==================== byte_serializer_flat
Fig. 1: byte_serializer_flat, metal 3
Scale: 8 px per um.
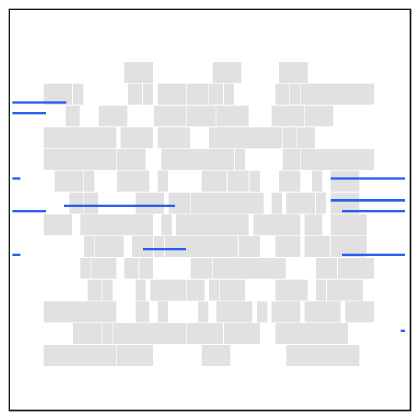

File: config.mk
export PLATFORM = sky130hd
export DESIGN_NAME = byte_serializer_flat
export DESIGN_NICKNAME = d
export VERILOG_FILES = /design/src/rtl/byte_serializer_if.sv /design/src/rtl/byte_serializer.sv /design/src/flat_wrapper.sv
export SDC_FILE = /design/constraint.sdc
export NUM_CORES = 1
export LEC_CHECK = 0
export CAP_MARGIN = 20
export CORE_MARGIN = 4
export CORE_UTILIZATION = 50
export DETAILED_ROUTE_END_ITERATION = 12
export PLACE_DENSITY_LB_ADDON = 0.08
export SKIP_CTS_REPAIR_TIMING = 1
export SYNTH_ARGS = -nofsm -noshare
export SYNTH_HDL_FRONTEND = slang
export SYNTH_SLANG_ARGS = --single-unit
File: constraint.sdc
create_clock -name CLK -period 2.2 [get_ports CLK]
set_clock_uncertainty 0.15 [all_clocks]
set_input_delay 0.44 -clock CLK [delete_from_list [all_inputs] [get_ports CLK]]
set_output_delay 0.44 -clock CLK [all_outputs]
set_load 0.01 [all_outputs]
File: src/rtl/byte_serializer_if.sv
`default_nettype none
// ============================================================================
// Module      : byte_serializer_if
// Description : Bundle of the word handshake and the serial output signals of
//               byte_serializer.
//               master : word source / serial consumer side
//                        (drives din, din_valid, OP)
//               slave  : the serializer itself
//                        (drives din_ready, sdata, shift_en, busy, frame_done)
// Revision    : 1.0 - initial release
// ============================================================================
interface byte_serializer_if #(
    parameter int WIDTH = 8
);
    logic [WIDTH-1:0] din;
    logic             din_valid;
    logic             din_ready;
    logic             OP;
    logic             sdata;
    logic             shift_en;
    logic             busy;
    logic             frame_done;

    modport master (
        output din, din_valid, OP,
        input  din_ready, sdata, shift_en, busy, frame_done
    );

    modport slave (
        input  din, din_valid, OP,
        output din_ready, sdata, shift_en, busy, frame_done
    );
endinterface
`default_nettype wire

File: src/rtl/byte_serializer.sv
`default_nettype none
// ============================================================================
// Module      : byte_serializer
// Description : Parallel-to-serial source stage. Accepts a WIDTH-bit word over
//               a valid/ready handshake and emits it one bit per DIV-cycle bit
//               period on sdata, MSB-first (OP=1) or LSB-first (OP=0), so a
//               downstream shift register using the same OP ends up holding
//               the original word after WIDTH strobes.
// Ports       : CLK        - rising-edge clock
//               reset      - asynchronous, active-high reset
//               bus.din        (in)  parallel word
//               bus.din_valid  (in)  din/OP valid
//               bus.OP         (in)  direction, 1 = MSB-first
//               bus.din_ready  (out) word can be accepted (IDLE)
//               bus.sdata      (out) serial data bit
//               bus.shift_en   (out) strobe on last cycle of each bit period
//               bus.busy       (out) frame in progress (SHIFT or DONE)
//               bus.frame_done (out) one-cycle pulse after the last bit
// Revision    : 1.0 - initial release
// ============================================================================
module byte_serializer #(
    parameter int WIDTH = 8,
    parameter int DIV   = 1
) (
    input  wire logic         CLK,
    input  wire logic         reset,
    byte_serializer_if.slave  bus
);

    localparam int c_bcw = $clog2(WIDTH);
    localparam int c_dcw = $clog2(DIV) + 1;

    localparam logic [c_bcw-1:0] c_bit_last = c_bcw'(WIDTH - 1);
    localparam logic [c_dcw-1:0] c_div_last = c_dcw'(DIV - 1);

    typedef enum logic [1:0] {
        S_IDLE  = 2'd0,
        S_SHIFT = 2'd1,
        S_DONE  = 2'd2
    } state_t;

    state_t             r_state;
    state_t             w_next_state;
    logic [WIDTH-1:0]   r_buf;
    logic               r_op;
    logic [c_bcw-1:0]   r_bit_cnt;
    logic [c_dcw-1:0]   r_div_cnt;

    logic               w_accept;
    logic               w_strobe;
    logic               w_din_ready;
    logic               w_sdata;
    logic               w_shift_en;
    logic               w_busy;
    logic               w_frame_done;

    // ------------------------------------------------------------------------
    // State register
    // ------------------------------------------------------------------------
    always_ff @(posedge CLK or posedge reset) begin
        if (reset) begin
            r_state <= S_IDLE;
        end else begin
            r_state <= w_next_state;
        end
    end

    // ------------------------------------------------------------------------
    // Next-state and output decode. Outputs depend on registered state only;
    // din_valid feeds w_accept, which steers state/datapath but no output.
    // ------------------------------------------------------------------------
    always_comb begin
        w_next_state = r_state;
        w_accept     = 1'b0;
        w_strobe     = 1'b0;
        w_din_ready  = 1'b0;
        w_sdata      = 1'b0;
        w_shift_en   = 1'b0;
        w_busy       = 1'b0;
        w_frame_done = 1'b0;

        case (r_state)
            S_IDLE: begin
                w_din_ready = 1'b1;
                if (bus.din_valid) begin
                    w_accept     = 1'b1;
                    w_next_state = S_SHIFT;
                end
            end

            S_SHIFT: begin
                w_busy  = 1'b1;
                w_sdata = r_op ? r_buf[WIDTH-1] : r_buf[0];
                if (r_div_cnt == c_div_last) begin
                    w_strobe   = 1'b1;
                    w_shift_en = 1'b1;
                    if (r_bit_cnt == c_bit_last) begin
                        w_next_state = S_DONE;
                    end
                end
            end

            S_DONE: begin
                w_busy       = 1'b1;
                w_frame_done = 1'b1;
                w_next_state = S_IDLE;
            end

            default: begin
                w_next_state = S_IDLE;
            end
        endcase
    end

    // ------------------------------------------------------------------------
    // Datapath: shift buffer, latched direction and the two counters.
    // OP and din are sampled only at acceptance, so mid-frame changes on the
    // bus cannot disturb the word being sent.
    // ------------------------------------------------------------------------
    always_ff @(posedge CLK or posedge reset) begin
        if (reset) begin
            r_buf     <= '0;
            r_op      <= 1'b0;
            r_bit_cnt <= '0;
            r_div_cnt <= '0;
        end else if (w_accept) begin
            r_buf     <= bus.din;
            r_op      <= bus.OP;
            r_bit_cnt <= '0;
            r_div_cnt <= '0;
        end else if (r_state == S_SHIFT) begin
            if (w_strobe) begin
                r_buf     <= r_op ? {r_buf[WIDTH-2:0], 1'b0}
                                  : {1'b0, r_buf[WIDTH-1:1]};
                r_div_cnt <= '0;
                // Hold at the terminal count; the next accept clears it.
                if (r_bit_cnt != c_bit_last) begin
                    r_bit_cnt <= r_bit_cnt + 1'b1;
                end
            end else begin
                r_div_cnt <= r_div_cnt + 1'b1;
            end
        end
    end

    assign bus.din_ready  = w_din_ready;
    assign bus.sdata      = w_sdata;
    assign bus.shift_en   = w_shift_en;
    assign bus.busy       = w_busy;
    assign bus.frame_done = w_frame_done;

endmodule
`default_nettype wire
File: src/flat_wrapper.sv
// flat-port wrapper written by rule: the top's interface ports become plain ports
module byte_serializer_flat 
#(
    parameter int WIDTH = 8,
    parameter int DIV   = 1
)
  (CLK, reset, bus_din, bus_din_valid, bus_OP, bus_din_ready, bus_sdata, bus_shift_en, bus_busy, bus_frame_done);
  byte_serializer_if #(.WIDTH(WIDTH)) bus_i ();
  input  wire logic CLK;
  input  wire logic reset;
  input wire logic [$bits(bus_i.din)-1:0] bus_din;
  input wire logic [$bits(bus_i.din_valid)-1:0] bus_din_valid;
  input wire logic [$bits(bus_i.OP)-1:0] bus_OP;
  output wire logic [$bits(bus_i.din_ready)-1:0] bus_din_ready;
  output wire logic [$bits(bus_i.sdata)-1:0] bus_sdata;
  output wire logic [$bits(bus_i.shift_en)-1:0] bus_shift_en;
  output wire logic [$bits(bus_i.busy)-1:0] bus_busy;
  output wire logic [$bits(bus_i.frame_done)-1:0] bus_frame_done;
  assign bus_i.din = bus_din;
  assign bus_i.din_valid = bus_din_valid;
  assign bus_i.OP = bus_OP;
  assign bus_din_ready = bus_i.din_ready;
  assign bus_sdata = bus_i.sdata;
  assign bus_shift_en = bus_i.shift_en;
  assign bus_busy = bus_i.busy;
  assign bus_frame_done = bus_i.frame_done;
  byte_serializer #(.WIDTH(WIDTH), .DIV(DIV)) u_core (.CLK(CLK), .reset(reset), .bus(bus_i));
endmodule
==================== mem_arbiter
`src/rtl/mem_arbiter.sv`:
```
`default_nettype none
// ============================================================================
// Module   : mem_arbiter
// Brief    : Two-requester (icache / dcache) arbiter in front of a single
//            line-wide data memory. Round-robin on ties, one outstanding
//            transaction at a time, optional watchdog abort with sticky flag.
// Revision : 1.0 - initial release
// ============================================================================
module mem_arbiter #(
  parameter int TIMEOUT = 255,  // max BUSY cycles without mem_ack_i; 0 = no watchdog
  parameter int TO_W    = 8     // watchdog counter width, TIMEOUT <= 2**TO_W-1
) (
  input  logic         clk_i,
  input  logic         rst_i,        // asynchronous, active-low

  // requester 0 (icache)
  input  logic         m0_enable_i,
  input  logic         m0_write_i,
  input  logic [31:0]  m0_addr_i,
  input  logic [255:0] m0_data_i,
  output logic [255:0] m0_data_o,
  output logic         m0_ack_o,

  // requester 1 (dcache)
  input  logic         m1_enable_i,
  input  logic         m1_write_i,
  input  logic [31:0]  m1_addr_i,
  input  logic [255:0] m1_data_i,
  output logic [255:0] m1_data_o,
  output logic         m1_ack_o,

  // data memory side
  output logic         mem_enable_o,
  output logic         mem_write_o,
  output logic [31:0]  mem_addr_o,
  output logic [255:0] mem_data_o,
  input  logic [255:0] mem_data_i,
  input  logic         mem_ack_i,

  // status
  output logic [1:0]   grant_o,
  output logic         timeout_o
);

  typedef enum logic [1:0] {
    IDLE  = 2'd0,
    BUSY0 = 2'd1,
    BUSY1 = 2'd2
  } state_t;

  localparam bit             WD_EN    = (TIMEOUT != 0);
  localparam logic [TO_W-1:0] WD_LIMIT = TO_W'(TIMEOUT);
  localparam logic [TO_W-1:0] WD_MAX   = '1;

  state_t          state;
  state_t          state_nx;
  logic            last_grant;     // 0 = m0 served last, 1 = m1 served last
  logic            last_grant_nx;
  logic [TO_W-1:0] count;
  logic [TO_W-1:0] count_nx;
  logic [TO_W-1:0] count_inc;
  logic            timeout_nx;
  logic            wd_hit;
  logic            load0;
  logic            load1;
  logic            busy;

  assign busy = (state == BUSY0) || (state == BUSY1);

  // Saturating increment so a disabled watchdog never wraps back to zero.
  assign count_inc = (count == WD_MAX) ? count : count + 1'b1;

  // The watchdog fires on the BUSY cycle whose increment reaches TIMEOUT.
  assign wd_hit = WD_EN && (count_inc == WD_LIMIT);

  // Next-state, round-robin choice, watchdog and abort bookkeeping.
  always_comb begin
    state_nx      = state;
    last_grant_nx = last_grant;
    count_nx      = count;
    timeout_nx    = timeout_o;
    load0         = 1'b0;
    load1         = 1'b0;

    case (state)
      IDLE: begin
        // m0 wins if alone, or on a tie when m1 was served last.
        if (m0_enable_i && (!m1_enable_i || last_grant)) begin
          state_nx = BUSY0;
          count_nx = '0;
          load0    = 1'b1;
        end else if (m1_enable_i) begin
          state_nx = BUSY1;
          count_nx = '0;
          load1    = 1'b1;
        end
      end

      BUSY0, BUSY1: begin
        // A late ack on the watchdog cycle still completes normally.
        if (mem_ack_i) begin
          state_nx      = IDLE;
          last_grant_nx = (state == BUSY1);
        end else begin
          count_nx = count_inc;
          if (wd_hit) begin
            state_nx      = IDLE;
            timeout_nx    = 1'b1;
            last_grant_nx = (state == BUSY1);
          end
        end
      end

      default: begin
        state_nx = IDLE;
      end
    endcase
  end

  // Control state: FSM, last owner, watchdog counter and sticky abort flag.
  always_ff @(posedge clk_i or negedge rst_i) begin
    if (!rst_i) begin
      state      <= IDLE;
      last_grant <= 1'b1;
      count      <= '0;
      timeout_o  <= 1'b0;
    end else begin
      state      <= state_nx;
      last_grant <= last_grant_nx;
      count      <= count_nx;
      timeout_o  <= timeout_nx;
    end
  end

  // Memory command: enable follows the next state, command fields are captured
  // once at the granting edge and held for the whole transaction.
  always_ff @(posedge clk_i or negedge rst_i) begin
    if (!rst_i) begin
      mem_enable_o <= 1'b0;
      mem_write_o  <= 1'b0;
      mem_addr_o   <= '0;
      mem_data_o   <= '0;
    end else begin
      mem_enable_o <= (state_nx != IDLE);
      if (load0) begin
        mem_write_o <= m0_write_i;
        mem_addr_o  <= m0_addr_i;
        mem_data_o  <= m0_data_i;
      end else if (load1) begin
        mem_write_o <= m1_write_i;
        mem_addr_o  <= m1_addr_i;
        mem_data_o  <= m1_data_i;
      end
    end
  end

  // Completion is combinational from mem_ack_i; only the owner sees it, and
  // an ack arriving while IDLE goes nowhere.
  assign m0_ack_o  = busy && (state == BUSY0) && mem_ack_i;
  assign m1_ack_o  = busy && (state == BUSY1) && mem_ack_i;
  assign m0_data_o = m0_ack_o ? mem_data_i : '0;
  assign m1_data_o = m1_ack_o ? mem_data_i : '0;

  assign grant_o   = {state == BUSY1, state == BUSY0};

endmodule
`default_nettype wire

```
`config.mk`:
```
export PLATFORM = sky130hd
export DESIGN_NAME = mem_arbiter
export DESIGN_NICKNAME = d
export VERILOG_FILES = /design/src/rtl/mem_arbiter.sv
export SDC_FILE = /design/constraint.sdc
export NUM_CORES = 1
export LEC_CHECK = 0
export CAP_MARGIN = 40
export CORE_AREA = 5 5 643 645
export DETAILED_ROUTE_END_ITERATION = 12
export DIE_AREA = 0 0 648 650
export PLACE_DENSITY_LB_ADDON = 0.15
export SLEW_MARGIN = 20
export SYNTH_ARGS = -nofsm -noshare
export SYNTH_HDL_FRONTEND = slang
export SYNTH_SLANG_ARGS = --single-unit
```
`constraint.sdc`:
```
create_clock -name clk_i -period 3.2 [get_ports clk_i]
set_input_delay 0.48 -clock clk_i [delete_from_list [all_inputs] [get_ports clk_i]]
set_output_delay 0.48 -clock clk_i [all_outputs]
set_load 0.1 [all_outputs]
```
==================== axi_txn_issuer_flat
===== src/rtl/axi_txn_issuer_pkg.sv =====
// Shared VLSU package for the AXI transaction issuer: fixed AXI burst shape,
// per-transaction info record and issue-slot state encoding.
package axi_txn_issuer_pkg;

  localparam int unsigned SLEN       = 128;
  localparam int unsigned NB_PER_TXN = 32;

  // Every issued transaction is a single 16-byte beat.
  localparam logic [2:0] AX_SIZE = 3'd4;
  localparam logic [7:0] AX_LEN  = 8'd0;

  typedef enum logic [1:0] {
    AX_BURST_FIXED = 2'b00,
    AX_BURST_INCR  = 2'b01,
    AX_BURST_WRAP  = 2'b10
  } ax_burst_e;

  localparam ax_burst_e AX_BURST = AX_BURST_INCR;

  typedef struct packed {
    logic [4:0] start_nb;
    logic [5:0] end_nb;
    logic       is_load;
    logic       last;
  } txn_info_t;

  typedef enum logic [1:0] {
    S_EMPTY,
    S_PEND,
    S_AX_ONLY,
    S_INFO_ONLY
  } slot_state_e;

  function automatic logic [5:0] txn_end_nb(input logic is_last_txn, input logic [5:0] ltn);
    return is_last_txn ? ltn : 6'(NB_PER_TXN);
  endfunction

endpackage


===== src/rtl/axi_txn_issuer_if.sv =====
// Bus bundle between the fragmenter, the AXI address channel and the datapath.
// master = the issuer itself, slave = its surroundings.
interface axi_txn_issuer_if #(
  parameter int VLSU_ADDR_BITS = 32,
  parameter int AXI4_ADDR_BITS = 32,
  parameter int REQ_ID_BITS    = 8,
  parameter int TXN_BITS       = 8,
  parameter int MAX_OUTSTD     = 8
) ();

  logic                      meta_valid_i;
  logic                      meta_ready_o;
  logic [REQ_ID_BITS-1:0]    meta_req_id_i;
  logic                      meta_is_load_i;
  logic [VLSU_ADDR_BITS-1:0] meta_seg_base_i;
  logic [TXN_BITS-1:0]       meta_txn_cnt_i;
  logic [TXN_BITS-1:0]       meta_txn_num_i;
  logic [5:0]                meta_ltn_i;
  logic                      meta_final_i;

  logic                      ax_valid_o;
  logic                      ax_ready_i;
  logic [AXI4_ADDR_BITS-1:0] ax_addr_o;
  logic                      ax_is_load_o;
  logic [REQ_ID_BITS-1:0]    ax_id_o;

  logic                      info_valid_o;
  logic                      info_ready_i;
  logic [4:0]                info_start_nb_o;
  logic [5:0]                info_end_nb_o;
  logic                      info_is_load_o;
  logic                      info_last_o;

  logic                                  resp_done_i;
  logic [$clog2(MAX_OUTSTD+1)-1:0]       outstd_cnt_o;
  logic                                  idle_o;

  modport master (
    input  meta_valid_i, meta_req_id_i, meta_is_load_i, meta_seg_base_i,
           meta_txn_cnt_i, meta_txn_num_i, meta_ltn_i, meta_final_i,
           ax_ready_i, info_ready_i, resp_done_i,
    output meta_ready_o, ax_valid_o, ax_addr_o, ax_is_load_o, ax_id_o,
           info_valid_o, info_start_nb_o, info_end_nb_o, info_is_load_o,
           info_last_o, outstd_cnt_o, idle_o
  );

  modport slave (
    output meta_valid_i, meta_req_id_i, meta_is_load_i, meta_seg_base_i,
           meta_txn_cnt_i, meta_txn_num_i, meta_ltn_i, meta_final_i,
           ax_ready_i, info_ready_i, resp_done_i,
    input  meta_ready_o, ax_valid_o, ax_addr_o, ax_is_load_o, ax_id_o,
           info_valid_o, info_start_nb_o, info_end_nb_o, info_is_load_o,
           info_last_o, outstd_cnt_o, idle_o
  );

endinterface


===== src/rtl/axi_txn_issuer_txn_addr_calc.sv =====
// Combinational nibble-to-byte address and start/end nibble computation for
// one transaction of a segment.
module txn_addr_calc
  import axi_txn_issuer_pkg::*;
#(
  parameter int VLSU_ADDR_BITS = 32,
  parameter int AXI4_ADDR_BITS = 32,
  parameter int TXN_BITS       = 8
) (
  input  logic [VLSU_ADDR_BITS-1:0] i_seg_base,
  input  logic [TXN_BITS-1:0]       i_txn_cnt,
  input  logic [TXN_BITS-1:0]       i_txn_num,
  input  logic [5:0]                i_ltn,
  output logic [AXI4_ADDR_BITS-1:0] o_ax_addr,
  output logic [4:0]                o_start_nb,
  output logic [5:0]                o_end_nb
);

  logic [VLSU_ADDR_BITS-1:0] w_aligned;
  logic [VLSU_ADDR_BITS-1:0] w_nib;
  logic [VLSU_ADDR_BITS-1:0] w_byte;

  // Each transaction covers 32 nibbles (16 bytes) past the aligned segment base.
  assign w_aligned = {i_seg_base[VLSU_ADDR_BITS-1:5], 5'b0};
  assign w_nib     = w_aligned + (VLSU_ADDR_BITS'(i_txn_cnt) << 5);
  assign w_byte    = w_nib >> 1;
  assign o_ax_addr = AXI4_ADDR_BITS'(w_byte) & ~AXI4_ADDR_BITS'(4'hF);

  assign o_start_nb = (i_txn_cnt == '0) ? i_seg_base[4:0] : 5'd0;
  assign o_end_nb   = txn_end_nb(i_txn_cnt == i_txn_num, i_ltn);

endmodule


===== src/rtl/axi_txn_issuer.sv =====
// Single-slot AXI address/info issuer with outstanding-transaction throttling.
// Define AXI_TXN_ISSUER_PERF_CNT_EN to build the handshake/stall perf counters.
module axi_txn_issuer
  import axi_txn_issuer_pkg::*;
#(
  parameter int VLSU_ADDR_BITS = 32,
  parameter int AXI4_ADDR_BITS = 32,
  parameter int REQ_ID_BITS    = 8,
  parameter int TXN_BITS       = 8,
  parameter int MAX_OUTSTD     = 8
) (
  input  logic                clk_i,
  input  logic                rst_ni,
  axi_txn_issuer_if.master    io,
  output logic [31:0]         perf_txn_o,
  output logic [31:0]         perf_stall_o
);

  localparam int CNT_W  = $clog2(MAX_OUTSTD + 1);
  localparam int CNT_XW = CNT_W + 1;

  slot_state_e               r_state;
  slot_state_e               w_state_nxt;
  logic [AXI4_ADDR_BITS-1:0] r_ax_addr;
  logic                      r_ax_is_load;
  logic [REQ_ID_BITS-1:0]    r_ax_id;
  txn_info_t                 r_info;
  logic [CNT_W-1:0]          r_outstd;
  logic [CNT_W-1:0]          w_outstd_nxt;

  logic [AXI4_ADDR_BITS-1:0] w_calc_addr;
  logic [4:0]                w_calc_start;
  logic [5:0]                w_calc_end;

  logic                      w_ax_valid;
  logic                      w_info_valid;
  logic                      w_ax_hs;
  logic                      w_info_hs;
  logic                      w_slot_frees;
  logic                      w_resp_eff;
  logic [CNT_XW-1:0]         w_cnt_after;
  logic                      w_meta_ready;
  logic                      w_meta_fire;

  txn_addr_calc #(
    .VLSU_ADDR_BITS (VLSU_ADDR_BITS),
    .AXI4_ADDR_BITS (AXI4_ADDR_BITS),
    .TXN_BITS       (TXN_BITS)
  ) u_txn_addr_calc (
    .i_seg_base (io.meta_seg_base_i),
    .i_txn_cnt  (io.meta_txn_cnt_i),
    .i_txn_num  (io.meta_txn_num_i),
    .i_ltn      (io.meta_ltn_i),
    .o_ax_addr  (w_calc_addr),
    .o_start_nb (w_calc_start),
    .o_end_nb   (w_calc_end)
  );

  // Valids decode from registered state only, never from the matching ready.
  assign w_ax_valid   = (r_state == S_PEND) || (r_state == S_AX_ONLY);
  assign w_info_valid = (r_state == S_PEND) || (r_state == S_INFO_ONLY);
  assign w_ax_hs      = w_ax_valid && io.ax_ready_i;
  assign w_info_hs    = w_info_valid && io.info_ready_i;

  // The slot is reusable next cycle once every still-unsent record leaves now.
  assign w_slot_frees = (!w_ax_valid || io.ax_ready_i) && (!w_info_valid || io.info_ready_i);
  assign w_resp_eff   = io.resp_done_i && (r_outstd != '0);
  assign w_cnt_after  = CNT_XW'(r_outstd) + CNT_XW'(w_ax_hs) - CNT_XW'(w_resp_eff);
  assign w_meta_ready = w_slot_frees && (w_cnt_after < CNT_XW'(MAX_OUTSTD));
  assign w_meta_fire  = io.meta_valid_i && w_meta_ready;

  always_comb begin
    w_state_nxt = r_state;
    unique case (r_state)
      S_EMPTY: w_state_nxt = S_EMPTY;
      S_PEND: begin
        if (w_ax_hs && w_info_hs) w_state_nxt = S_EMPTY;
        else if (w_ax_hs)         w_state_nxt = S_INFO_ONLY;
        else if (w_info_hs)       w_state_nxt = S_AX_ONLY;
      end
      S_AX_ONLY:   if (w_ax_hs)   w_state_nxt = S_EMPTY;
      S_INFO_ONLY: if (w_info_hs) w_state_nxt = S_EMPTY;
      default:     w_state_nxt = S_EMPTY;
    endcase
    if (w_meta_fire) w_state_nxt = S_PEND;
  end

  always_comb begin
    w_outstd_nxt = r_outstd;
    if (w_ax_hs && !w_resp_eff && (r_outstd != CNT_W'(MAX_OUTSTD))) begin
      w_outstd_nxt = r_outstd + CNT_W'(1);
    end else if (!w_ax_hs && w_resp_eff) begin
      w_outstd_nxt = r_outstd - CNT_W'(1);
    end
  end

  // NOTE: sequential state uses non-blocking assignments so every flop samples
  // pre-edge values regardless of the order the statements appear in.
  always_ff @(posedge clk_i or negedge rst_ni) begin
    if (!rst_ni) begin
      r_state  <= S_EMPTY;
      r_outstd <= '0;
    end else begin
      r_state  <= w_state_nxt;
      r_outstd <= w_outstd_nxt;
    end
  end

  // NOTE: the slot payload has no reset; it is only observed while a valid,
  // which is reset, is high, so resetting it would only cost flop area.
  always_ff @(posedge clk_i) begin
    if (w_meta_fire) begin
      r_ax_addr       <= w_calc_addr;
      r_ax_is_load    <= io.meta_is_load_i;
      r_ax_id         <= io.meta_req_id_i;
      r_info.start_nb <= w_calc_start;
      r_info.end_nb   <= w_calc_end;
      r_info.is_load  <= io.meta_is_load_i;
      r_info.last     <= io.meta_final_i;
    end
  end

  assign io.meta_ready_o    = w_meta_ready;
  assign io.ax_valid_o      = w_ax_valid;
  assign io.ax_addr_o       = r_ax_addr;
  assign io.ax_is_load_o    = r_ax_is_load;
  assign io.ax_id_o         = r_ax_id;
  assign io.info_valid_o    = w_info_valid;
  assign io.info_start_nb_o = r_info.start_nb;
  assign io.info_end_nb_o   = r_info.end_nb;
  assign io.info_is_load_o  = r_info.is_load;
  assign io.info_last_o     = r_info.last;
  assign io.outstd_cnt_o    = r_outstd;
  assign io.idle_o          = (r_state == S_EMPTY) && (r_outstd == '0);

`ifdef AXI_TXN_ISSUER_PERF_CNT_EN
  logic [31:0] r_perf_txn;
  logic [31:0] r_perf_stall;

  always_ff @(posedge clk_i or negedge rst_ni) begin
    if (!rst_ni) begin
      r_perf_txn   <= '0;
      r_perf_stall <= '0;
    end else begin
      if (w_ax_hs)                           r_perf_txn   <= r_perf_txn + 32'd1;
      if (io.meta_valid_i && !w_meta_ready)  r_perf_stall <= r_perf_stall + 32'd1;
    end
  end

  assign perf_txn_o   = r_perf_txn;
  assign perf_stall_o = r_perf_stall;
`else
  assign perf_txn_o   = '0;
  assign perf_stall_o = '0;
`endif

  a_ax_stable: assert property (@(posedge clk_i) disable iff (!rst_ni)
    (w_ax_valid && !io.ax_ready_i) |=> (w_ax_valid && $stable(r_ax_addr) && $stable(r_ax_id)));

  a_info_stable: assert property (@(posedge clk_i) disable iff (!rst_ni)
    (w_info_valid && !io.info_ready_i) |=> (w_info_valid && $stable(r_info)));

  a_outstd_bound: assert property (@(posedge clk_i) disable iff (!rst_ni)
    r_outstd <= CNT_W'(MAX_OUTSTD));

endmodule


===== src/flat_wrapper.sv =====
// flat-port wrapper written by rule: the top's interface ports become plain ports
module axi_txn_issuer_flat import axi_txn_issuer_pkg::*;
#(
  parameter int VLSU_ADDR_BITS = 32,
  parameter int AXI4_ADDR_BITS = 32,
  parameter int REQ_ID_BITS    = 8,
  parameter int TXN_BITS       = 8,
  parameter int MAX_OUTSTD     = 8
)
  (clk_i, rst_ni, perf_txn_o, perf_stall_o, io_meta_valid_i, io_meta_req_id_i, io_meta_is_load_i, io_meta_seg_base_i, io_meta_txn_cnt_i, io_meta_txn_num_i, io_meta_ltn_i, io_meta_final_i, io_ax_ready_i, io_info_ready_i, io_resp_done_i, io_meta_ready_o, io_ax_valid_o, io_ax_addr_o, io_ax_is_load_o, io_ax_id_o, io_info_valid_o, io_info_start_nb_o, io_info_end_nb_o, io_info_is_load_o, io_info_last_o, io_outstd_cnt_o, io_idle_o);
  axi_txn_issuer_if #(.VLSU_ADDR_BITS(VLSU_ADDR_BITS), .AXI4_ADDR_BITS(AXI4_ADDR_BITS), .REQ_ID_BITS(REQ_ID_BITS), .TXN_BITS(TXN_BITS), .MAX_OUTSTD(MAX_OUTSTD)) io_i ();
  input  logic clk_i;
  input  logic rst_ni;
  output logic [31:0] perf_txn_o;
  output logic [31:0] perf_stall_o;
  input wire logic [$bits(io_i.meta_valid_i)-1:0] io_meta_valid_i;
  input wire logic [$bits(io_i.meta_req_id_i)-1:0] io_meta_req_id_i;
  input wire logic [$bits(io_i.meta_is_load_i)-1:0] io_meta_is_load_i;
  input wire logic [$bits(io_i.meta_seg_base_i)-1:0] io_meta_seg_base_i;
  input wire logic [$bits(io_i.meta_txn_cnt_i)-1:0] io_meta_txn_cnt_i;
  input wire logic [$bits(io_i.meta_txn_num_i)-1:0] io_meta_txn_num_i;
  input wire logic [$bits(io_i.meta_ltn_i)-1:0] io_meta_ltn_i;
  input wire logic [$bits(io_i.meta_final_i)-1:0] io_meta_final_i;
  input wire logic [$bits(io_i.ax_ready_i)-1:0] io_ax_ready_i;
  input wire logic [$bits(io_i.info_ready_i)-1:0] io_info_ready_i;
  input wire logic [$bits(io_i.resp_done_i)-1:0] io_resp_done_i;
  output wire logic [$bits(io_i.meta_ready_o)-1:0] io_meta_ready_o;
  output wire logic [$bits(io_i.ax_valid_o)-1:0] io_ax_valid_o;
  output wire logic [$bits(io_i.ax_addr_o)-1:0] io_ax_addr_o;
  output wire logic [$bits(io_i.ax_is_load_o)-1:0] io_ax_is_load_o;
  output wire logic [$bits(io_i.ax_id_o)-1:0] io_ax_id_o;
  output wire logic [$bits(io_i.info_valid_o)-1:0] io_info_valid_o;
  output wire logic [$bits(io_i.info_start_nb_o)-1:0] io_info_start_nb_o;
  output wire logic [$bits(io_i.info_end_nb_o)-1:0] io_info_end_nb_o;
  output wire logic [$bits(io_i.info_is_load_o)-1:0] io_info_is_load_o;
  output wire logic [$bits(io_i.info_last_o)-1:0] io_info_last_o;
  output wire logic [$bits(io_i.outstd_cnt_o)-1:0] io_outstd_cnt_o;
  output wire logic [$bits(io_i.idle_o)-1:0] io_idle_o;
  assign io_i.meta_valid_i = io_meta_valid_i;
  assign io_i.meta_req_id_i = io_meta_req_id_i;
  assign io_i.meta_is_load_i = io_meta_is_load_i;
  assign io_i.meta_seg_base_i = io_meta_seg_base_i;
  assign io_i.meta_txn_cnt_i = io_meta_txn_cnt_i;
  assign io_i.meta_txn_num_i = io_meta_txn_num_i;
  assign io_i.meta_ltn_i = io_meta_ltn_i;
  assign io_i.meta_final_i = io_meta_final_i;
  assign io_i.ax_ready_i = io_ax_ready_i;
  assign io_i.info_ready_i = io_info_ready_i;
  assign io_i.resp_done_i = io_resp_done_i;
  assign io_meta_ready_o = io_i.meta_ready_o;
  assign io_ax_valid_o = io_i.ax_valid_o;
  assign io_ax_addr_o = io_i.ax_addr_o;
  assign io_ax_is_load_o = io_i.ax_is_load_o;
  assign io_ax_id_o = io_i.ax_id_o;
  assign io_info_valid_o = io_i.info_valid_o;
  assign io_info_start_nb_o = io_i.info_start_nb_o;
  assign io_info_end_nb_o = io_i.info_end_nb_o;
  assign io_info_is_load_o = io_i.info_is_load_o;
  assign io_info_last_o = io_i.info_last_o;
  assign io_outstd_cnt_o = io_i.outstd_cnt_o;
  assign io_idle_o = io_i.idle_o;
  axi_txn_issuer #(.VLSU_ADDR_BITS(VLSU_ADDR_BITS), .AXI4_ADDR_BITS(AXI4_ADDR_BITS), .REQ_ID_BITS(REQ_ID_BITS), .TXN_BITS(TXN_BITS), .MAX_OUTSTD(MAX_OUTSTD)) u_core (.clk_i(clk_i), .rst_ni(rst_ni), .io(io_i), .perf_txn_o(perf_txn_o), .perf_stall_o(perf_stall_o));
endmodule

===== config.mk =====
export PLATFORM = sky130hd
export DESIGN_NAME = axi_txn_issuer_flat
export DESIGN_NICKNAME = d
export VERILOG_FILES = /design/src/rtl/axi_txn_issuer_pkg.sv /design/src/rtl/axi_txn_issuer_if.sv /design/src/rtl/axi_txn_issuer_txn_addr_calc.sv /design/src/rtl/axi_txn_issuer.sv /design/src/flat_wrapper.sv
export SDC_FILE = /design/constraint.sdc
export NUM_CORES = 1
export LEC_CHECK = 0
export ABC_AREA = 1
export ABC_CLOCK_PERIOD_IN_PS = 4059
export CORE_MARGIN = 8
export CORE_UTILIZATION = 33
export DETAILED_ROUTE_END_ITERATION = 8
export PLACE_DENSITY = 0.81
export REMOVE_ABC_BUFFERS = 1
export SLEW_MARGIN = 25
export SYNTH_ARGS = -nofsm -noshare
export SYNTH_HDL_FRONTEND = slang
export SYNTH_SLANG_ARGS = --single-unit

===== constraint.sdc =====
create_clock -name clk_i -period 4.06 [get_ports clk_i]
set_input_delay 0.406 -clock clk_i [delete_from_list [all_inputs] [get_ports clk_i]]
set_output_delay 0.406 -clock clk_i [all_outputs]
set_load 0.005 [all_outputs]

==================== lab_decoder_scan
### config.mk
export PLATFORM = sky130hd
export DESIGN_NAME = lab_decoder_scan
export DESIGN_NICKNAME = d
export VERILOG_FILES = /design/src/rtl/lab_decoder_scan.sv
export SDC_FILE = /design/constraint.sdc
export NUM_CORES = 1
export LEC_CHECK = 0
export CORE_ASPECT_RATIO = 1.25
export CORE_MARGIN = 2
export CORE_UTILIZATION = 30
export CTS_CLUSTER_SIZE = 8
export DETAILED_ROUTE_END_ITERATION = 8
export GPL_TIMING_DRIVEN = 0
export SETUP_SLACK_MARGIN = 0.3
export SKIP_LAST_GASP = 1
export SYNTH_ARGS = -nofsm -noshare
export SYNTH_HDL_FRONTEND = slang
export SYNTH_SLANG_ARGS = --single-unit
### constraint.sdc
create_clock -name clk -period 6.6 [get_ports clk]
set_input_delay 1.65 -clock clk [delete_from_list [all_inputs] [get_ports clk]]
set_output_delay 1.65 -clock clk [all_outputs]
set_load 0.05 [all_outputs]
### src/rtl/lab_decoder_scan.sv
// lab_decoder_scan: registered N-to-2^N decoder with 74LS138-style enable and prescaled scan mode
// SCAN_BOUNCE_EN defined: scan ping-pongs between the end indices instead of wrapping
module lab_decoder_scan #(
    parameter int SEL_W = 3,
    parameter int DIV_W = 24,
    parameter bit ACTIVE_LOW = 1,
    localparam int OUT_W = 1 << SEL_W
) (
    input  logic             clk,
    input  logic             rst,
    input  logic             G1,
    input  logic             G2A_n,
    input  logic             G2B_n,
    input  logic [SEL_W-1:0] A,
    input  logic             mode,
    input  logic             dir,
    input  logic [DIV_W-1:0] div,
    output logic [OUT_W-1:0] Y,
    output logic [SEL_W-1:0] idx,
    output logic             tick
);
    logic             en, step, move_dn;
    logic [SEL_W-1:0] idx_n;
    logic [DIV_W-1:0] pre, pre_n;

    function automatic logic [OUT_W-1:0] dec(input logic [SEL_W-1:0] i);
        return {OUT_W{ACTIVE_LOW}} ^ (OUT_W'(1) << i);
    endfunction

    assign en   = G1 & ~G2A_n & ~G2B_n;
    assign step = en & mode & (pre >= div);

`ifdef SCAN_BOUNCE_EN
    logic dn, dn_n, at_end;
    // reaching an end flips the flag and the same step moves back inward
    always_comb begin
        at_end  = dn ? idx == '0 : idx == '1;
        move_dn = dn ^ at_end;
        dn_n    = (en & ~mode) ? dir : step ? move_dn : dn;
    end
    always_ff @(posedge clk or posedge rst)
        if (rst) dn <= 1'b0;
        else dn <= dn_n;
`else
    assign move_dn = dir;
`endif

    always_comb begin
        idx_n = ~en ? idx : ~mode ? A : step ? (move_dn ? idx - SEL_W'(1) : idx + SEL_W'(1)) : idx;
        pre_n = ~en ? pre : (~mode | step) ? '0 : pre + DIV_W'(1);
    end

    always_ff @(posedge clk or posedge rst)
        if (rst) begin
            idx  <= '0;
            pre  <= '0;
            tick <= 1'b0;
            Y    <= {OUT_W{ACTIVE_LOW}};
        end else begin
            idx  <= idx_n;
            pre  <= pre_n;
            tick <= step;
            Y    <= en ? dec(idx_n) : {OUT_W{ACTIVE_LOW}};
        end
endmodule


## Gallery

Sequential cells grouped by signal name.
(a)
Scale: 10 px per um. Other sequential cells in the stronger gray, the rest of the logic in the fainter gray.
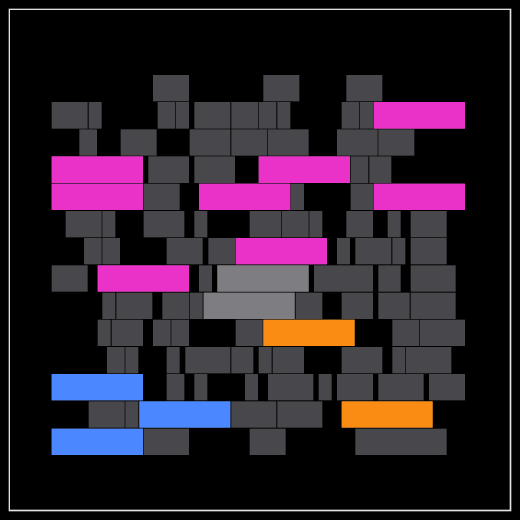
(b)
Scale: 4 px per um. Other sequential cells in the stronger gray, the rest of the logic in the fainter gray.
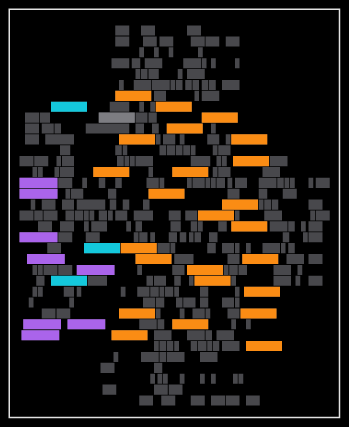
(c)
Scale: 1 px per um. Other sequential cells in the stronger gray, the rest of the logic in the fainter gray.
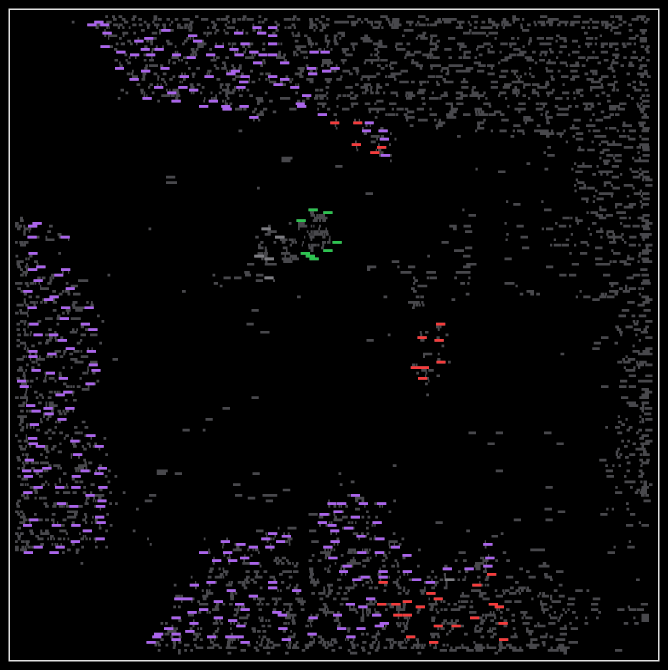
(d)
Scale: 4 px per um. Other sequential cells in the stronger gray, the rest of the logic in the fainter gray.
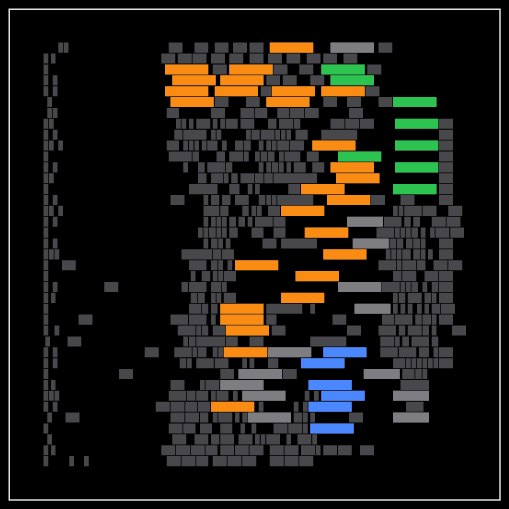
The one with the fewest sequential cells is (a).
(d) comes from axi_txn_issuer_flat.
(b) comes from lab_decoder_scan.
(c) comes from mem_arbiter.
(a) comes from byte_serializer_flat.

Key to (d):
legend:
  u_core.io.ax_id_o:
    color: green
    flops: 8
    where: top right
  u_core.io.ax_addr_o:
    color: orange
    flops: 27
  u_core.io.info_end_nb_o:
    color: blue
    flops: 6
not colored: 13

Fig. 2: axi_txn_issuer_flat, met4 routing
Scale: 4 px per um. Supply wires on this layer in gray.
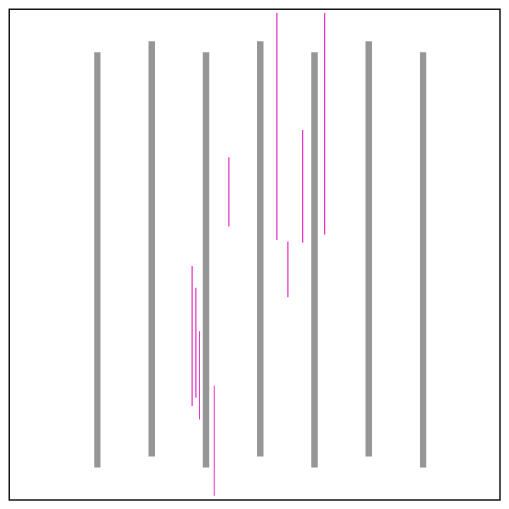
wire length on this layer: 281 um
nets with wire on the layer: 8
longest straight run: 56.4 um
via count: 2953
Post-Route WL: 9.89 mm

==> deck_impl_summary.md, axi_txn_issuer_flat <==
Flow Results at a Glance

CTS
  • Level count of the clock H-tree: 2
  • CTS tree: done

Route
  • Post-route antenna net violation count: 0
  • Met3 layer wire length in the routed design: 635 um

Cells and area
  • Antenna diode count: 0
  • Clkbuf count: 6
  • Utilization after layout: 0.453
  • Sequential fraction of total cell area: 0.313
  • Number of non-clock buffers: 128
  • Cell group occupying the most layout area: logic gates

Worst setup path
  • Endpoint of the most critical setup path: io_meta_ready_o
  • Slack of the worst reg-to-reg path: 1.16 ns
  • Type of the setup path with the least slack: flip-flop to output port

STA
  • Setup violation total in the final timing report: 0
  • RSZ-0062 raised after global routing: false

Power and ir drop
  • Comb group: 1070 uW
  • Power consumed by sequential cells: 907 uW
  • Share of total power consumed by net switching: 0.328

Run status
  • Outcome: finished clean

Global route
  • Busiest metal layer after global routing: met2

Placement
  • Post-detailed-placement half-perimeter wirelength: 8.46 mm
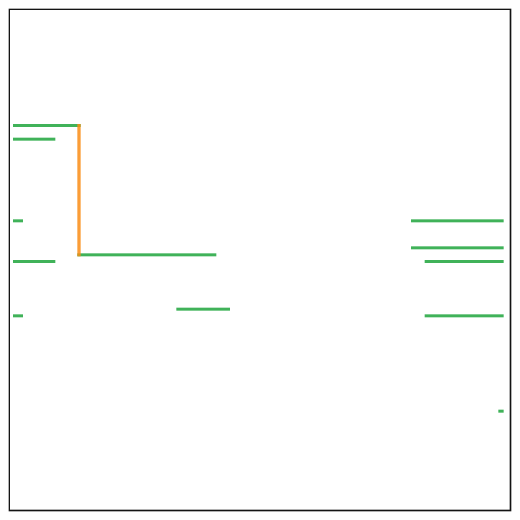
Fig. 3. Signal wires by layer (byte_serializer_flat).
Scale: 10 px per um. Two of the layers only.
legend:
  met4:
    color: orange
    wire_length: 12.9 um
  met3:
    color: green
    wire_length: 67.6 um
via count: 627
global-route total usage across every layer: 0.138

About Fig. 1:
wire length on this layer: 67.6 um
longest straight run: 13.6 um
nets with wire on the layer: 11
met3 capacity usage during global routing: 0.0331
Post-Route WL: 1.59 mm

==> deck_impl_summary.md, byte_serializer_flat <==
Flow Results at a Glance

Cells and area
  • Leading cell types in the layout, fill and taps excluded: nand2_1, dfrtp_1, clkdlybuf4s50_1, mux2i_1, o21ai_0
  • Antenna diode count: 0
  • Count of inverters not on the clock network in the layout: 5

Worst setup path
  • Critical Path Source Type: flip-flop
  • CP peak stage delay: 0.53 ns
  • Slack of the worst reg-to-reg path: 0.34 ns

Yosys
  • Count of synthesis-stage warnings from yosys: 0
  • Synthesized netlist net count: 104
  • Synth area leader: dfrtp_1
  • Area fraction in compound gates after synthesis: 0.0710

Placement
  • Placer's final routability congestion estimate: 0.770

Run status
  • Outcome: finished clean

Power and ir drop
  • Net load switching power: 513 uW
  • Pwr/cell area: 1240 mW/mm^2

Route
  • Post-route antenna net violation count: 0
  • Met1 wire length: 828 um

CTS
  • CTS tree: done
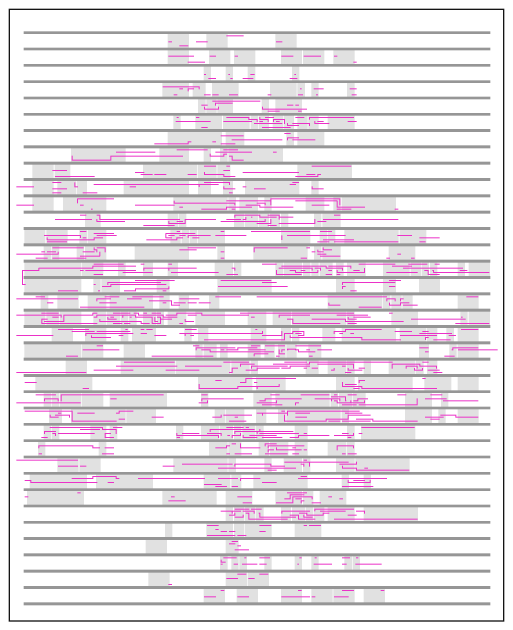
Fig. 4. Signal wires on met1 (lab_decoder_scan).
Scale: 6 px per um. Supply wires on this layer in gray.
nets with wire on the layer: 333
main direction: horizontal
share of all routed wire: 45%
met1 track demand over resource: 0.157
Post-Route WL: 4.85 mm
via count: 1902

==> deck_impl_summary.md, lab_decoder_scan <==
Flow Results at a Glance

Run status
  • Outcome: finished clean

Global route
  • Global-route total usage across every layer: 0.131

Yosys
  • Main kind of combinational logic by area: simple AND/OR/NAND/NOR gates
  • Leading post-synthesis cells by instance count: nor2_1, inv_1, dfrtp_1
  • Gate count after technology mapping: 257
  • Count of synthesis-stage warnings from yosys: 0

CTS
  • CTS tree: done

Cells and area
  • Register with the most flip-flops: pre
  • Layout overhead on the synthesized area: 28.9%

STA
  • Setup TNS after final layout: 0 ns

Placement
  • Cell area after placement: 0.00285 mm^2

Power and ir drop
  • Fraction of power consumed by sequential logic: 0.464
  • Net load switching power: 131 uW

Worst setup path
  • Number of buffer and inverter instances along the worst setup path: 2

Die
  • FP Core Util: 0.310
Fig. 5: mem_arbiter, signal wires on met1
Scale: 1 px per um. Supply wires on this layer in gray.
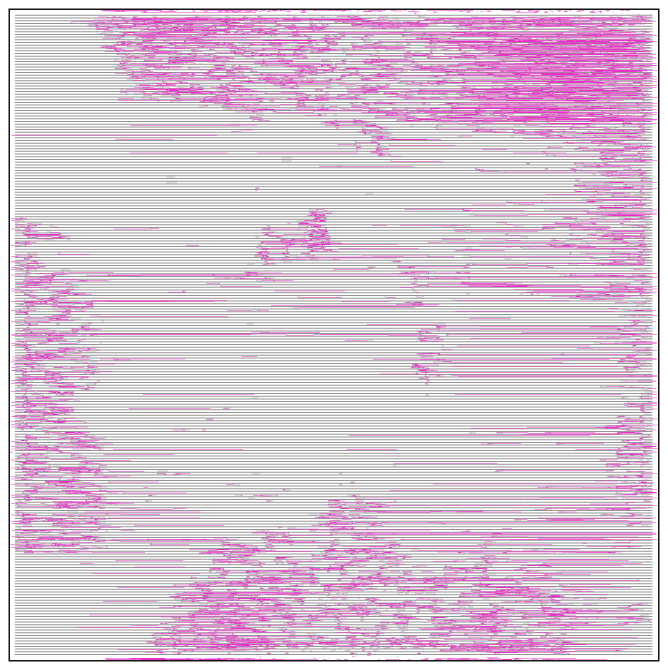
longest straight run: 294 um
share of all routed wire: 34%
wire length on this layer: 98.3 mm
nets with wire on the layer: 4198

Fig. 6: mem_arbiter, signal wires by layer
Scale: 1 px per um. Two of the layers only.
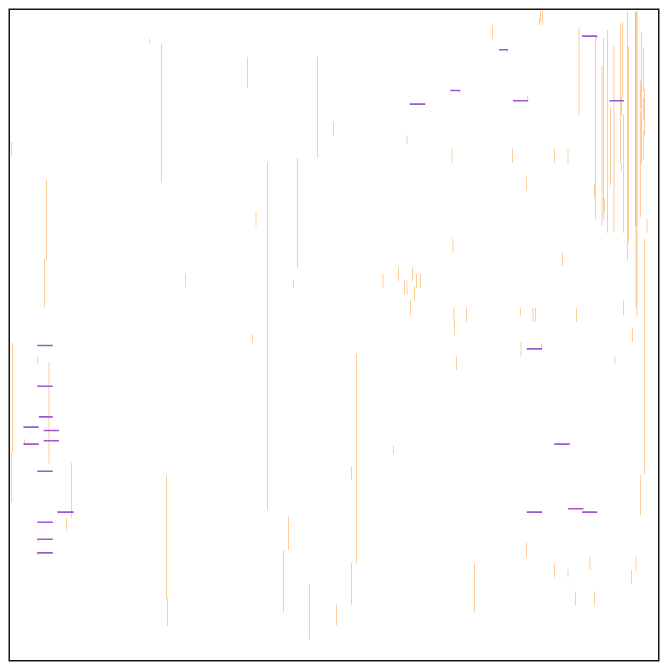
legend:
  met5:
    color: purple
    wire_length: 304 um
  met4:
    color: orange
    wire_length: 5890 um

==> deck_impl_summary.md, mem_arbiter <==
Flow Results at a Glance

Route
  • Met3 layer wire length in the routed design: 24.3 mm
  • Via count: 25753
  • First-pass detailed-route iteration total: 5
  • Post-Route WL: 288 mm
  • Sum of met2 wire segment lengths after detailed routing: 159 mm

Yosys
  • Number of enable-type register cells in the synthesized netlist: 0
  • Main kind of combinational logic by area: simple AND/OR/NAND/NOR gates
  • Synthesized area divided by synthesized cell count: 7.79 um^2
  • Post-synthesis cell area: 0.0182 mm^2

Cells and area
  • Share of layout cells above drive strength 1: 0.269
  • Count of sequential standard cells: 302
  • Clkbuf count: 64

Power and ir drop
  • Comb power frac: 0.748
  • Biggest consumer: combinational logic
  • Comb group: 36400 uW
  • Largest voltage drop on the vdd net: 0.566 mV

STA
  • Worst setup margin: 0.0828 ns

CTS
  • Clock-pin slew reported for the worst setup and hold paths after clock tree synthesis: 0.07 ns

Flow run
  • Total of max-cap violations: 0

Run status
  • Outcome: finished clean

Worst setup path
  • Crit-path cells: inv_2, ha_4, buf_12, buf_12, and3_1, buf_12
  • Number of buffer and inverter instances along the worst setup path: 4


## Gallery

Routing congestion map.
shot_01.png
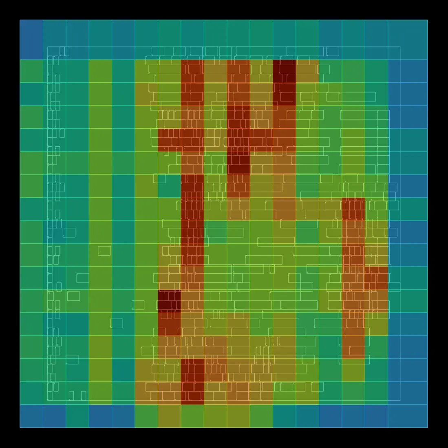
shot_02.png
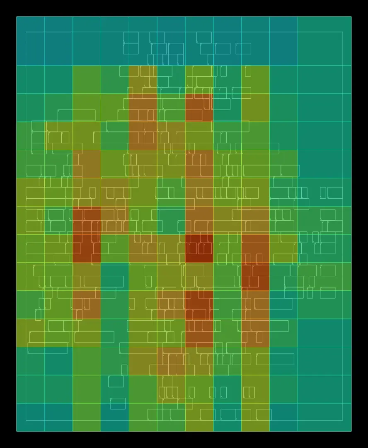
shot_03.png
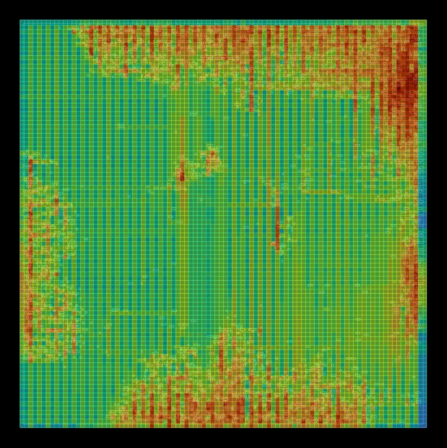
shot_04.png
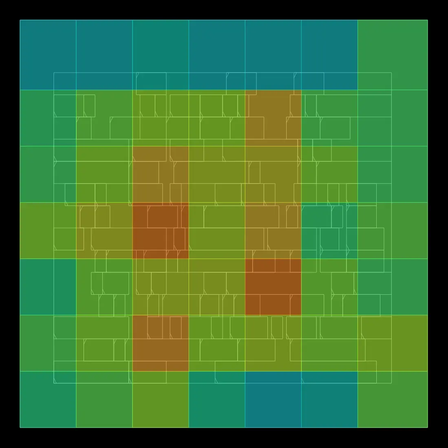
- shot_03.png = mem_arbiter
- shot_02.png = lab_decoder_scan
- shot_04.png = byte_serializer_flat
- shot_01.png = axi_txn_issuer_flat
The one with the highest utilization is shot_04.png.

Power figures rest on the tool's default switching activity, not on a simulated workload.
